######## epb_reg_slave ########
epb_reg_slave, sequential cells coloured by netlist name:
Other sequential cells in the stronger grey, the rest of the logic in the fainter grey.
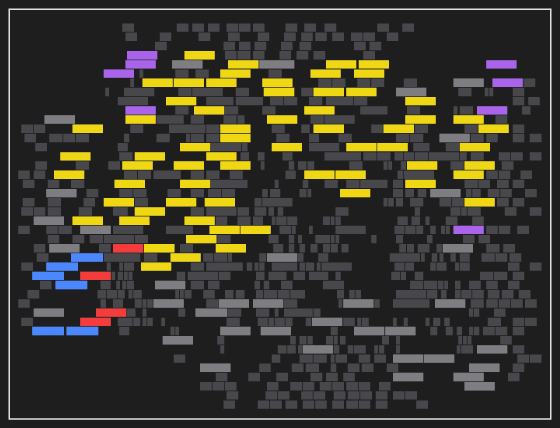
epb_reg_slave, logic cells by family:
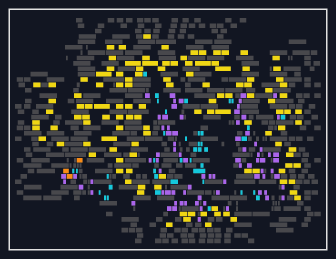
epb_reg_slave, routed clock nets over the placement:
Bar = 50 um.
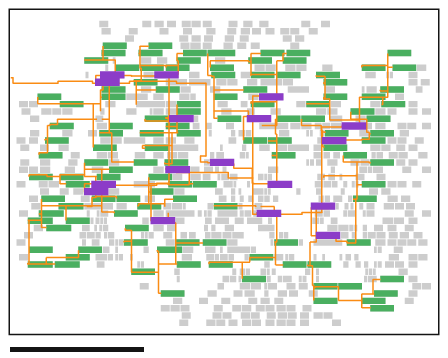
--- config.mk ---
export PLATFORM = sky130hd
export DESIGN_NAME = epb_reg_slave
export DESIGN_NICKNAME = d
export VERILOG_FILES = /design/src/rtl/epb_reg_slave_pkg.sv /design/src/rtl/epb_reg_slave_sync.sv /design/src/rtl/epb_reg_slave.sv
export SDC_FILE = /design/constraint.sdc
export NUM_CORES = 1
export LEC_CHECK = 0
export ABC_AREA = 0
export CORE_ASPECT_RATIO = 0.75
export CORE_MARGIN = 2
export CORE_UTILIZATION = 32
export DETAILED_ROUTE_END_ITERATION = 6
export HOLD_SLACK_MARGIN = 0.12
export SLEW_MARGIN = 0
export SYNTH_ARGS = -nofsm -noshare
export SYNTH_HDL_FRONTEND = slang
export SYNTH_HIERARCHICAL = 1
export SYNTH_SLANG_ARGS = --single-unit
--- constraint.sdc ---
create_clock -name clk -period 6.59 [get_ports clk]
set_clock_uncertainty 0.1 [all_clocks]
set_input_delay 0.659 -clock clk [delete_from_list [all_inputs] [get_ports clk]]
set_output_delay 0.659 -clock clk [all_outputs]
set_load 0.02 [all_outputs]
--- src/rtl/epb_reg_slave_pkg.sv ---
// ============================================================================
// Module   : epb_reg_slave_pkg
// Purpose  : Shared FSM state encoding and wait-counter width for the EPB slave.
// Revision : 1.0 - initial release
// ============================================================================
`default_nettype none

package epb_reg_slave_pkg;

    typedef enum logic [1:0] {
        ST_IDLE = 2'd0,
        ST_WAIT = 2'd1,
        ST_ACK  = 2'd2,
        ST_HOLD = 2'd3
    } epb_state_t;

    localparam int c_cnt_w = 4;

endpackage

`default_nettype wire

--- src/rtl/epb_reg_slave_sync.sv ---
// ============================================================================
// Module   : epb_reg_slave_sync
// Purpose  : N-stage single-bit synchroniser with selectable reset level.
// Revision : 1.0 - initial release
// ============================================================================
`default_nettype none

module epb_reg_slave_sync #(
    parameter int   STAGES  = 2,
    parameter logic RST_VAL = 1'b1
) (
    input  logic clk,
    input  logic rst_n,
    input  logic d,
    output logic q
);

    logic [STAGES-1:0] r_chain;

    always_ff @(posedge clk or negedge rst_n) begin
        if (!rst_n) begin
            r_chain <= {STAGES{RST_VAL}};
        end else begin
            r_chain <= {r_chain[STAGES-2:0], d};
        end
    end

    assign q = r_chain[STAGES-1];

endmodule

`default_nettype wire

--- src/rtl/epb_reg_slave.sv ---
// ============================================================================
// Module   : epb_reg_slave
// Purpose  : EPB slave with R/W control regs, RO status regs, strobes and
//            sticky access-error flag; strobes are synchronised into clk.
// Revision : 1.0 - initial release
// ============================================================================
`default_nettype none

module epb_reg_slave
    import epb_reg_slave_pkg::*;
#(
    parameter int                         ADDR_W      = 6,
    parameter int                         DATA_W      = 8,
    parameter int                         NUM_WR      = 8,
    parameter int                         NUM_RD      = 8,
    parameter int                         WAIT_STATES = 1,
    parameter int                         SYNC_STAGES = 2,
    parameter logic [NUM_WR*DATA_W-1:0]   WR_RESET    = '0
) (
    input  logic                      clk,
    input  logic                      rst_n,
    input  logic                      epb_cs_n,
    input  logic                      epb_oe_n,
    input  logic                      epb_wr_n,
    input  logic [ADDR_W-1:0]         epb_addr,
    input  logic [DATA_W-1:0]         epb_data_i,
    output logic [DATA_W-1:0]         epb_data_o,
    output logic                      epb_data_oe,
    output logic                      epb_rdy,
    output logic [NUM_WR*DATA_W-1:0]  wr_regs,
    output logic [NUM_WR-1:0]         wr_stb,
    input  logic [NUM_RD*DATA_W-1:0]  rd_regs,
    output logic [NUM_RD-1:0]         rd_stb,
    output logic                      access_err,
    input  logic                      err_clr
);

    localparam logic [c_cnt_w-1:0] c_wait    = c_cnt_w'(WAIT_STATES);
    localparam logic [c_cnt_w-1:0] c_cnt_one = c_cnt_w'(1);

    logic [2:0]                 w_strb_raw;
    logic [2:0]                 w_strb_s;
    logic                       w_cs_n_s;
    logic                       w_oe_n_s;
    logic                       w_wr_n_s;

    epb_state_t                 r_state;
    epb_state_t                 w_state_nxt;
    logic [c_cnt_w-1:0]         r_cnt;
    logic [c_cnt_w-1:0]         w_cnt_nxt;

    logic [ADDR_W-1:0]          r_addr;
    logic                       r_rd_txn;
    logic [DATA_W-1:0]          r_wdata;
    logic [NUM_WR*DATA_W-1:0]   r_wr_regs;
    logic [DATA_W-1:0]          r_data_o;
    logic                       r_data_oe;
    logic                       r_rdy;
    logic [NUM_WR-1:0]          r_wr_stb;
    logic [NUM_RD-1:0]          r_rd_stb;
    logic                       r_err;

    logic [NUM_WR-1:0]          w_wr_hit;
    logic [NUM_RD-1:0]          w_ro_hit;
    logic [DATA_W-1:0]          w_rd_data;
    logic                       w_unmapped;

    assign w_strb_raw = {epb_wr_n, epb_oe_n, epb_cs_n};

    // Idle level of every strobe is high, so the chains reset to 1
    for (genvar g = 0; g < 3; g++) begin : g_sync
        epb_reg_slave_sync #(
            .STAGES  (SYNC_STAGES),
            .RST_VAL (1'b1)
        ) u_sync (
            .clk   (clk),
            .rst_n (rst_n),
            .d     (w_strb_raw[g]),
            .q     (w_strb_s[g])
        );
    end

    assign w_cs_n_s = w_strb_s[0];
    assign w_oe_n_s = w_strb_s[1];
    assign w_wr_n_s = w_strb_s[2];

    always_ff @(posedge clk or negedge rst_n) begin
        if (!rst_n) begin
            r_state <= ST_IDLE;
            r_cnt   <= '0;
        end else begin
            r_state <= w_state_nxt;
            r_cnt   <= w_cnt_nxt;
        end
    end

    // WAIT lasts exactly WAIT_STATES cycles; a released cs_n there aborts
    always_comb begin
        w_state_nxt = r_state;
        w_cnt_nxt   = r_cnt;
        case (r_state)
            ST_IDLE: begin
                if (!w_cs_n_s) begin
                    w_cnt_nxt   = c_wait;
                    w_state_nxt = (WAIT_STATES == 0) ? ST_ACK : ST_WAIT;
                end
            end
            ST_WAIT: begin
                if (w_cs_n_s) begin
                    w_state_nxt = ST_IDLE;
                end else if (r_cnt <= c_cnt_one) begin
                    w_state_nxt = ST_ACK;
                end else begin
                    w_cnt_nxt = r_cnt - c_cnt_one;
                end
            end
            ST_ACK:  w_state_nxt = ST_HOLD;
            ST_HOLD: begin
                if (w_cs_n_s) begin
                    w_state_nxt = ST_IDLE;
                end
            end
            default: w_state_nxt = ST_IDLE;
        endcase
    end

    always_comb begin
        w_wr_hit  = '0;
        w_ro_hit  = '0;
        w_rd_data = '0;
        for (int i = 0; i < NUM_WR; i++) begin
            if (r_addr == ADDR_W'(i)) begin
                w_wr_hit[i] = 1'b1;
                w_rd_data   = r_wr_regs[i*DATA_W +: DATA_W];
            end
        end
        for (int j = 0; j < NUM_RD; j++) begin
            if (r_addr == ADDR_W'(NUM_WR + j)) begin
                w_ro_hit[j] = 1'b1;
                w_rd_data   = rd_regs[j*DATA_W +: DATA_W];
            end
        end
        w_unmapped = ~((|w_wr_hit) | (|w_ro_hit));
    end

    always_ff @(posedge clk or negedge rst_n) begin
        if (!rst_n) begin
            r_addr    <= '0;
            r_rd_txn  <= 1'b0;
            r_wdata   <= '0;
            r_wr_regs <= WR_RESET;
            r_data_o  <= '0;
            r_data_oe <= 1'b0;
            r_rdy     <= 1'b0;
            r_wr_stb  <= '0;
            r_rd_stb  <= '0;
            r_err     <= 1'b0;
        end else begin
            r_wr_stb <= '0;
            r_rd_stb <= '0;

            if (r_state == ST_IDLE && !w_cs_n_s) begin
                r_addr   <= epb_addr;
                r_rd_txn <= w_wr_n_s;
                r_wdata  <= epb_data_i;
            end

            if (r_state == ST_ACK) begin
                r_rdy <= 1'b1;
                if (!r_rd_txn) begin
                    for (int i = 0; i < NUM_WR; i++) begin
                        if (w_wr_hit[i]) begin
                            r_wr_regs[i*DATA_W +: DATA_W] <= r_wdata;
                        end
                    end
                    r_wr_stb <= w_wr_hit;
                end else begin
                    r_data_o <= w_rd_data;
                    r_rd_stb <= w_ro_hit;
                end
            end else if (r_state == ST_HOLD && w_cs_n_s) begin
                r_rdy <= 1'b0;
            end

            // A new error outranks a simultaneous clear
            if (r_state == ST_ACK && w_unmapped) begin
                r_err <= 1'b1;
            end else if (err_clr) begin
                r_err <= 1'b0;
            end

            r_data_oe <= r_rd_txn & ~w_oe_n_s &
                         ((r_state == ST_ACK) | ((r_state == ST_HOLD) & ~w_cs_n_s));
        end
    end

    assign epb_data_o  = r_data_o;
    assign epb_data_oe = r_data_oe;
    assign epb_rdy     = r_rdy;
    assign wr_regs     = r_wr_regs;
    assign wr_stb      = r_wr_stb;
    assign rd_stb      = r_rd_stb;
    assign access_err  = r_err;

endmodule

`default_nettype wire

==> flow_summary.yaml <==
# yosys + openroad results
setup_path:
  cp_cell_sequence: "nor4_4, nor3b_2, nand3_1, mux2_2"
  path_delay_family: "simple AND/OR/NAND/NOR gates"
  critPathMaxStageDelay_ns: 0.65
  critPathMaxFanout: 11
sta:
  setup_slack_ns: 3.87
  fin_crit_sh: 0.413
  hold_violations: 0
die:
  fp-utilization: 0.329
  die_y_um: 121
  num_rows: 42
  chipArea_um2: 19300
synth:
  xor_share: 0.00451
  avgSynthCellArea_um2: 12.1
  flop_cell: "dfrtp_1"
  mux_share: 0.247
  synth_cells: 482
  ys_types: 60
layout:
  layout.nets: 736
  clkbuf_count: 18
  inverters_excl_clock: 12
  logic_gate_count: 322
  dominant_cells: "sequential cells"
  final_cells: 906
placement:
  numPortBuffers: 174
status:
  status: "complete, no violations"
clocking:
  cts.sinks: 118
  cts_tree: "yes"
routing:
  ant_nets: 0
  wl_met2_um: 8610
  routed_wl_um: 18800
  vias: 4703
  wl_per_cell_um: 20.8
grt:
  grt_use_total: 0.197
  antenna_found_initial: 1
power_and_ir_drop:
  p_seq_w: 0.00137
  power_leader: "combinational cells"
run:
  maxCapViolations: 0
Notes on 'sequential cells coloured by netlist name' of epb_reg_slave above:
legend:
  red:
    netlist_name: r_cnt
    sequential_cells: 4
  purple:
    netlist_name: wr_stb
    sequential_cells: 8
  yellow:
    netlist_name: wr_regs
    sequential_cells: 64
  blue:
    netlist_name: g_sync.u_sync/r_chain
    sequential_cells: 6

Notes on 'logic cells by family' of epb_reg_slave above:
legend:
  yellow:
    family: multiplexers
    cells: 122
    most_used: mux2_2
  cyan:
    family: NAND gates
    cells: 40
    most_used: nand2_1
  orange:
    family: XOR/XNOR gates
    cells: 3
    most_used: xor2_1
  purple:
    family: inverting AOI/OAI gates
    cells: 80
    most_used: o21ai_0

Notes on 'routed clock nets over the placement' of epb_reg_slave above:
legend:
  orange:
    item: clock wires
    length: 1630 um
  purple:
    item: cells driving clock nets
    count: 17
  green:
    item: flip-flops
    count: 118
routed clock nets: 18
flops lie: all over the die


######## alu_seq_ctrl ########
### config.mk
export PLATFORM = sky130hd
export DESIGN_NAME = alu_seq_ctrl
export DESIGN_NICKNAME = d
export VERILOG_FILES = /design/src/rtl/alu_seq_ctrl.sv
export SDC_FILE = /design/constraint.sdc
export NUM_CORES = 1
export LEC_CHECK = 0
export ABC_AREA = 1
export ABC_CLOCK_PERIOD_IN_PS = 2500
export CORE_ASPECT_RATIO = 0.75
export CORE_UTILIZATION = 52
export CTS_BUF_LIST = sky130_fd_sc_hd__clkbuf_4 sky130_fd_sc_hd__clkbuf_8
export DETAILED_ROUTE_END_ITERATION = 6
export PLACE_DENSITY = 0.83
export SYNTH_ARGS = -nofsm -noshare
export SYNTH_HDL_FRONTEND = slang
export SYNTH_SLANG_ARGS = --single-unit
### constraint.sdc
create_clock -name clk -period 2.5 [get_ports clk]
set_input_delay 0.625 -clock clk [delete_from_list [all_inputs] [get_ports clk]]
set_output_delay 0.625 -clock clk [all_outputs]
set_load 0.05 [all_outputs]
### src/rtl/alu_seq_ctrl.sv
// Byte-serial multi-precision sequencer driving an 8-bit combinational ALU.
// Walks operands LSB first, chaining carry, and holds the result until taken.
`timescale 1ns/1ps
module alu_seq_ctrl #(
   parameter int NBYTES = 2
) (
   input  logic                  clk,
   input  logic                  rst_n,
   input  logic                  in_valid,
   output logic                  in_ready,
   input  logic [2:0]            in_op,
   input  logic [8*NBYTES-1:0]   in_a,
   input  logic [8*NBYTES-1:0]   in_b,
   output logic                  out_valid,
   input  logic                  out_ready,
   output logic [8*NBYTES-1:0]   out_res,
   output logic                  out_carry,
   output logic                  out_zero,
   output logic                  out_err,
   output logic [3:0]            alu_cmd,
   output logic [7:0]            alu_acc,
   output logic [7:0]            alu_op,
   output logic                  alu_cin,
   input  logic [7:0]            alu_result,
   input  logic                  alu_cout
);

   localparam int W = 8 * NBYTES;

   localparam logic [2:0] OP_ADD = 3'd0;
   localparam logic [2:0] OP_SUB = 3'd1;
   localparam logic [2:0] OP_AND = 3'd2;
   localparam logic [2:0] OP_OR  = 3'd3;
   localparam logic [2:0] OP_XOR = 3'd4;

   localparam logic [3:0] CMD_ADD  = 4'b1100;
   localparam logic [3:0] CMD_AND  = 4'b1000;
   localparam logic [3:0] CMD_OR   = 4'b1001;
   localparam logic [3:0] CMD_XOR  = 4'b1010;
   localparam logic [3:0] CMD_PASS = 4'b1110;
   localparam logic [3:0] CMD_BAD  = 4'b1111;

   localparam logic [2:0] LAST = 3'(NBYTES - 1);

   typedef enum logic [1:0] {IDLE, RUN, HOLD} state_t;

   state_t         state;
   state_t         state_nx;
   logic [W-1:0]   a_q;
   logic [W-1:0]   b_q;
   logic [W-1:0]   res_q;
   logic [W-1:0]   res_nx;
   logic [2:0]     op_q;
   logic [2:0]     idx;
   logic           carry;
   logic           zacc;
   logic           is_arith;
   logic           is_bad;
   logic           last;
   logic           byte_zero;
   logic [7:0]     a_byte;
   logic [7:0]     b_byte;

   assign a_byte    = a_q[{idx, 3'b000} +: 8];
   assign b_byte    = b_q[{idx, 3'b000} +: 8];
   assign is_arith  = (op_q == OP_ADD) || (op_q == OP_SUB);
   assign is_bad    = (op_q > OP_XOR);
   assign last      = (idx == LAST);
   assign byte_zero = (alu_result == 8'h00);

   // State register
   always_ff @(posedge clk or negedge rst_n) begin
      if (!rst_n) state <= IDLE;
      else        state <= state_nx;
   end

   // Next-state: accept, walk NBYTES bytes, wait for consumer
   always_comb begin
      state_nx = state;
      unique case (state)
         IDLE:    if (in_valid)  state_nx = RUN;
         RUN:     if (last)      state_nx = HOLD;
         HOLD:    if (out_ready) state_nx = IDLE;
         default:                state_nx = IDLE;
      endcase
   end

   // Handshake outputs and per-byte ALU drive
   always_comb begin
      in_ready  = 1'b0;
      out_valid = 1'b0;
      alu_cmd   = CMD_PASS;
      alu_acc   = 8'h00;
      alu_op    = 8'h00;
      alu_cin   = 1'b0;
      unique case (state)
         IDLE: in_ready = 1'b1;
         RUN: begin
            alu_acc = a_byte;
            alu_op  = b_byte;
            case (op_q)
               OP_ADD: begin
                  alu_cmd = CMD_ADD;
                  alu_cin = carry;
               end
               OP_SUB: begin
                  alu_cmd = CMD_ADD;
                  alu_op  = ~b_byte;
                  alu_cin = carry;
               end
               OP_AND:  alu_cmd = CMD_AND;
               OP_OR:   alu_cmd = CMD_OR;
               OP_XOR:  alu_cmd = CMD_XOR;
               default: begin
                  alu_cmd = CMD_BAD;
                  alu_acc = 8'h00;
                  alu_op  = 8'h00;
               end
            endcase
         end
         HOLD:    out_valid = 1'b1;
         default: ;
      endcase
   end

   // Result with the current ALU byte merged in
   always_comb begin
      res_nx = res_q;
      res_nx[{idx, 3'b000} +: 8] = alu_result;
   end

   // Operand latch, byte accumulation and result registers
   always_ff @(posedge clk or negedge rst_n) begin
      if (!rst_n) begin
         a_q       <= '0;
         b_q       <= '0;
         op_q      <= 3'd0;
         idx       <= 3'd0;
         carry     <= 1'b0;
         zacc      <= 1'b0;
         res_q     <= '0;
         out_res   <= '0;
         out_carry <= 1'b0;
         out_zero  <= 1'b0;
         out_err   <= 1'b0;
      end else if (state == IDLE) begin
         if (in_valid) begin
            a_q   <= in_a;
            b_q   <= in_b;
            op_q  <= in_op;
            idx   <= 3'd0;
            carry <= (in_op == OP_SUB);
            zacc  <= 1'b1;
         end
      end else if (state == RUN) begin
         res_q <= res_nx;
         carry <= is_arith & alu_cout;
         zacc  <= zacc & byte_zero;
         idx   <= idx + 3'd1;
         if (last) begin
            out_res   <= is_bad ? '0 : res_nx;
            out_carry <= ~is_bad & is_arith & alu_cout;
            out_zero  <= is_bad | (zacc & byte_zero);
            out_err   <= is_bad;
         end
      end
   end

endmodule

==> flow_summary.yaml <==
# yosys + openroad results
run:
  maxCapViolations: 0
grt:
  grt_use_met1: 0.380
die:
  die_y_um: 76.5
  chipArea_um2: 7760
sta:
  tns_ns: 0
  setup_viol: 0
synth:
  top_area_cell: "dfrtp_1"
  ys_top_cells_by_area: "dfrtp_1 50%, nand2_1 21%, nand3_1 5.3%"
clocking:
  cts_tree: "yes"
power_and_ir_drop:
  p_seq_w: 0.00213
layout:
  buf_share: 0.212
  clkCellAreaFrac: 0.0403
setup_path:
  critPathMaxFanout: 19
status:
  status: "complete, no violations"
routing:
  ant_nets: 0
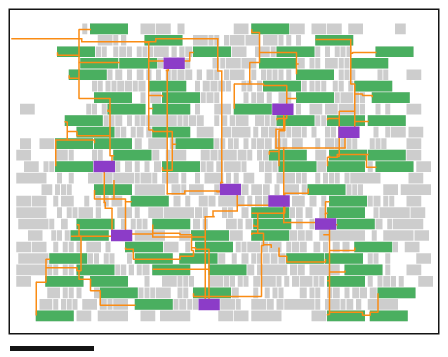
alu_seq_ctrl: routed clock nets over the placement
Bar = 20 um.
legend:
  orange:
    item: clock wires
    length: 914 um
  purple:
    item: cells driving clock nets
    count: 9
  green:
    item: flip-flops
    count: 77
routed clock nets: 10
flops lie: all over the die

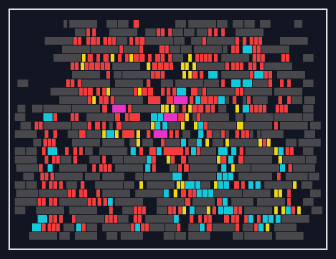
alu_seq_ctrl: logic cells by family
legend:
  red:
    family: NAND gates
    cells: 269
    most_used: nand2_1
    where: all over the die
  magenta:
    family: adder and majority cells
    cells: 4
    most_used: ha_1
    where: centre
  cyan:
    family: inverting AOI/OAI gates
    cells: 63
    most_used: o21ai_0
  yellow:
    family: inverters
    cells: 51
    most_used: inv_1


######## display_scanner ########
display_scanner, sequential cells coloured by netlist name:
Other sequential cells in the stronger grey, the rest of the logic in the fainter grey.
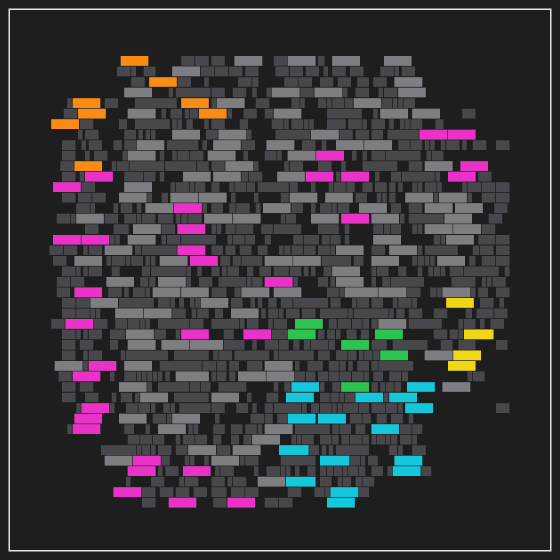
display_scanner, clock nets:
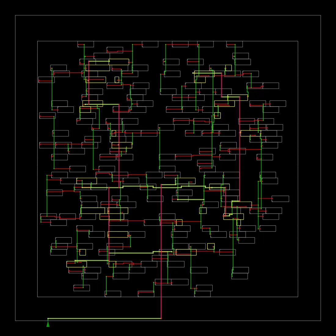
display_scanner, placement by cell class:
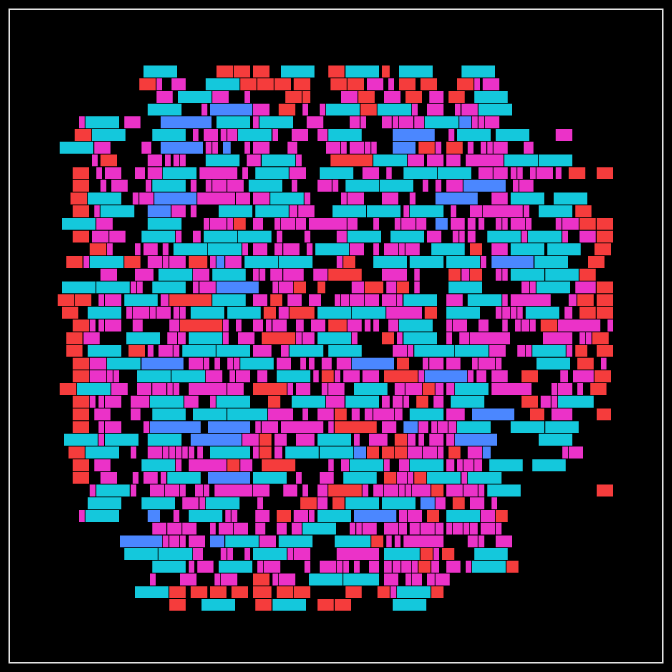
<file path="src/rtl/display_scanner.sv">
// display_scanner: time-multiplexed 7-seg digit scanner with double-buffered
// digit data, per-digit enable/blink and PWM brightness.
//
// Ports:
//   clk, rst     clock; synchronous active-high reset
//   hexs         nibble per digit (digit k = hexs[4k+3:4k])
//   points, LEs  per-digit point / LE values
//   en, blink    per-digit enable and blink select
//   load         strobe: stage all data inputs into the pending buffer
//   brightness   PWM duty; values >= 2^BRIGHT_W mean full on
//   HEX, point, LE  registered data of the current digit
//   AN           registered active-low anodes (one low or all high)
//   scan         current digit index
//   frame_done   one-cycle pulse after each frame wrap
module display_scanner #(
   parameter int DIGITS       = 8,
   parameter int PRESCALE     = 50000,
   parameter int BRIGHT_W     = 4,
   parameter int BLINK_FRAMES = 64,
   localparam int SW          = $clog2(DIGITS)
) (
   input  logic                  clk,
   input  logic                  rst,
   input  logic [4*DIGITS-1:0]   hexs,
   input  logic [DIGITS-1:0]     points,
   input  logic [DIGITS-1:0]     LEs,
   input  logic [DIGITS-1:0]     en,
   input  logic [DIGITS-1:0]     blink,
   input  logic                  load,
   input  logic [BRIGHT_W:0]     brightness,
   output logic [3:0]            HEX,
   output logic [DIGITS-1:0]     AN,
   output logic                  point,
   output logic                  LE,
   output logic [SW-1:0]         scan,
   output logic                  frame_done
);

   localparam int PW = $clog2(PRESCALE);
   localparam int FW = (BLINK_FRAMES > 1) ? $clog2(BLINK_FRAMES) : 1;

   logic [PW-1:0]           presc_q, presc_d;
   logic [SW-1:0]           scan_q, scan_d;
   logic [BRIGHT_W-1:0]     pwm_q, pwm_d;
   logic [FW-1:0]           fcnt_q, fcnt_d;
   logic                    phase_q, phase_d;
   logic                    pflag_q, pflag_d;
   logic                    fd_q, fd_d;

   logic [DIGITS-1:0][3:0]  act_hex_q, act_hex_d;
   logic [DIGITS-1:0]       act_pt_q, act_pt_d;
   logic [DIGITS-1:0]       act_le_q, act_le_d;
   logic [DIGITS-1:0]       act_en_q, act_en_d;
   logic [DIGITS-1:0]       act_bl_q, act_bl_d;

   logic [DIGITS-1:0][3:0]  pend_hex_q, pend_hex_d;
   logic [DIGITS-1:0]       pend_pt_q, pend_pt_d;
   logic [DIGITS-1:0]       pend_le_q, pend_le_d;
   logic [DIGITS-1:0]       pend_en_q, pend_en_d;
   logic [DIGITS-1:0]       pend_bl_q, pend_bl_d;

   logic [3:0]              hex_q, hex_d;
   logic [DIGITS-1:0]       an_q, an_d;
   logic                    pt_q, pt_d;
   logic                    le_q, le_d;

   logic tick, wrap, lit;

   always_comb begin
      presc_d    = presc_q;
      scan_d     = scan_q;
      pwm_d      = pwm_q + BRIGHT_W'(1);
      fcnt_d     = fcnt_q;
      phase_d    = phase_q;
      pflag_d    = pflag_q;
      act_hex_d  = act_hex_q;
      act_pt_d   = act_pt_q;
      act_le_d   = act_le_q;
      act_en_d   = act_en_q;
      act_bl_d   = act_bl_q;
      pend_hex_d = pend_hex_q;
      pend_pt_d  = pend_pt_q;
      pend_le_d  = pend_le_q;
      pend_en_d  = pend_en_q;
      pend_bl_d  = pend_bl_q;

      tick = (presc_q == PW'(PRESCALE - 1));
      wrap = tick && (scan_q == SW'(DIGITS - 1));
      fd_d = wrap;

      presc_d = tick ? '0 : presc_q + PW'(1);
      if (tick)
         scan_d = wrap ? '0 : scan_q + SW'(1);

      if (wrap) begin
         if (fcnt_q == FW'(BLINK_FRAMES - 1)) begin
            fcnt_d  = '0;
            phase_d = ~phase_q;
         end else begin
            fcnt_d = fcnt_q + FW'(1);
         end
      end

      // Frame boundary promotes the pre-edge pending copy; a load in the
      // same cycle refills pending and keeps the flag set.
      if (wrap && pflag_q) begin
         act_hex_d = pend_hex_q;
         act_pt_d  = pend_pt_q;
         act_le_d  = pend_le_q;
         act_en_d  = pend_en_q;
         act_bl_d  = pend_bl_q;
      end

      if (load) begin
         pend_hex_d = hexs;
         pend_pt_d  = points;
         pend_le_d  = LEs;
         pend_en_d  = en;
         pend_bl_d  = blink;
         pflag_d    = 1'b1;
      end else if (wrap) begin
         pflag_d = 1'b0;
      end

      lit = act_en_q[scan_q]
            & ~(act_bl_q[scan_q] & phase_q)
            & ({1'b0, pwm_q} < brightness);

      hex_d = act_hex_q[scan_q];
      pt_d  = act_pt_q[scan_q];
      le_d  = act_le_q[scan_q];
      an_d  = '1;
      if (lit)
         an_d[scan_q] = 1'b0;
   end

   always_ff @(posedge clk) begin
      if (rst) begin
         presc_q    <= '0;
         scan_q     <= '0;
         pwm_q      <= '0;
         fcnt_q     <= '0;
         phase_q    <= 1'b0;
         pflag_q    <= 1'b0;
         fd_q       <= 1'b0;
         act_hex_q  <= '0;
         act_pt_q   <= '0;
         act_le_q   <= '0;
         act_en_q   <= '0;
         act_bl_q   <= '0;
         pend_hex_q <= '0;
         pend_pt_q  <= '0;
         pend_le_q  <= '0;
         pend_en_q  <= '0;
         pend_bl_q  <= '0;
         hex_q      <= '0;
         an_q       <= '1;
         pt_q       <= 1'b0;
         le_q       <= 1'b0;
      end else begin
         presc_q    <= presc_d;
         scan_q     <= scan_d;
         pwm_q      <= pwm_d;
         fcnt_q     <= fcnt_d;
         phase_q    <= phase_d;
         pflag_q    <= pflag_d;
         fd_q       <= fd_d;
         act_hex_q  <= act_hex_d;
         act_pt_q   <= act_pt_d;
         act_le_q   <= act_le_d;
         act_en_q   <= act_en_d;
         act_bl_q   <= act_bl_d;
         pend_hex_q <= pend_hex_d;
         pend_pt_q  <= pend_pt_d;
         pend_le_q  <= pend_le_d;
         pend_en_q  <= pend_en_d;
         pend_bl_q  <= pend_bl_d;
         hex_q      <= hex_d;
         an_q       <= an_d;
         pt_q       <= pt_d;
         le_q       <= le_d;
      end
   end

   assign HEX        = hex_q;
   assign AN         = an_q;
   assign point      = pt_q;
   assign LE         = le_q;
   assign scan       = scan_q;
   assign frame_done = fd_q;

endmodule

</file>
<file path="config.mk">
export PLATFORM = sky130hd
export DESIGN_NAME = display_scanner
export DESIGN_NICKNAME = d
export VERILOG_FILES = /design/src/rtl/display_scanner.sv
export SDC_FILE = /design/constraint.sdc
export NUM_CORES = 1
export LEC_CHECK = 0
export ABC_CLOCK_PERIOD_IN_PS = 1700
export CORE_MARGIN = 10
export CORE_UTILIZATION = 50
export DETAILED_ROUTE_END_ITERATION = 6
export GPL_ROUTABILITY_DRIVEN = 0
export PLACE_DENSITY = 0.76
export RECOVER_POWER = 100
export SYNTH_ARGS = -nofsm -noshare
export SYNTH_HDL_FRONTEND = slang
export SYNTH_SLANG_ARGS = --single-unit
</file>
<file path="constraint.sdc">
create_clock -name clk -period 1.7 [get_ports clk]
set_input_delay 0.17 -clock clk [delete_from_list [all_inputs] [get_ports clk]]
set_output_delay 0.17 -clock clk [all_outputs]
set_load 0.02 [all_outputs]
</file>
==> flow_summary.yaml <==
# yosys + openroad results
power_and_ir_drop:
  leakage_nw: 3.54
grt:
  grt_use_met3: 0.0381
  met2_usage: 0.279
  grt_use_met1: 0.197
synth:
  syn_nets: 835
  yosys.area_share.aoi: 0.108
  logic_family: "simple AND/OR/NAND/NOR gates"
  ys_seq_share: 0.487
  yosysWarnings: 0
  netlist.area_leader.share: 0.487
routing:
  routed_wl_um: 17500
  remaining_drc_errors: 0
  wl_met3_um: 784
sta:
  setup_viol: 51
  setup_slack_ns: -0.0491
  hold_violations: 0
layout:
  drive_above_1_share: 0.246
  seq_area_um2: 3500
  buf_share: 0.156
  final_cells: 1065
status:
  status: "finished with violations"
  violations: "negative setup slack"
min_path:
  hp-class: "in -> reg"
  hold_start: "rst"
  worstHoldPathCells: 3
setup_path:
  r2r_cells: 7
placement:
  placed_cell_area_um2: 8470
die:
  die_y_um: 140
clocking:
  postCtsSetupBuffers: 0
About 'sequential cells coloured by netlist name' of display_scanner:
legend:
  magenta:
    netlist_name: pend_hex_q
    sequential_cells: 32
  cyan:
    netlist_name: presc_q
    sequential_cells: 16
    where: south
  green:
    netlist_name: fcnt_q
    sequential_cells: 6
  orange:
    netlist_name: pend_pt_q
    sequential_cells: 8
    where: north-west
  yellow:
    netlist_name: pwm_q
    sequential_cells: 4
not coloured: 108

About 'clock nets' of display_scanner:
Latency at later pin: 0.43 ns
clock distribution power: 0.00403 W

About 'placement by cell class' of display_scanner:
legend:
  magenta:
    class: all other logic
    cells: 534
    share_of_their_area: 39%
  blue:
    class: clock drivers and dummy loads
    cells: 32
    share_of_their_area: 6.7%
  red:
    class: other buffers and delay cells
    cells: 145
    share_of_their_area: 16%
  cyan:
    class: flip-flops
    cells: 174
    share_of_their_area: 38%


Power and IR drop assume default switching activity.
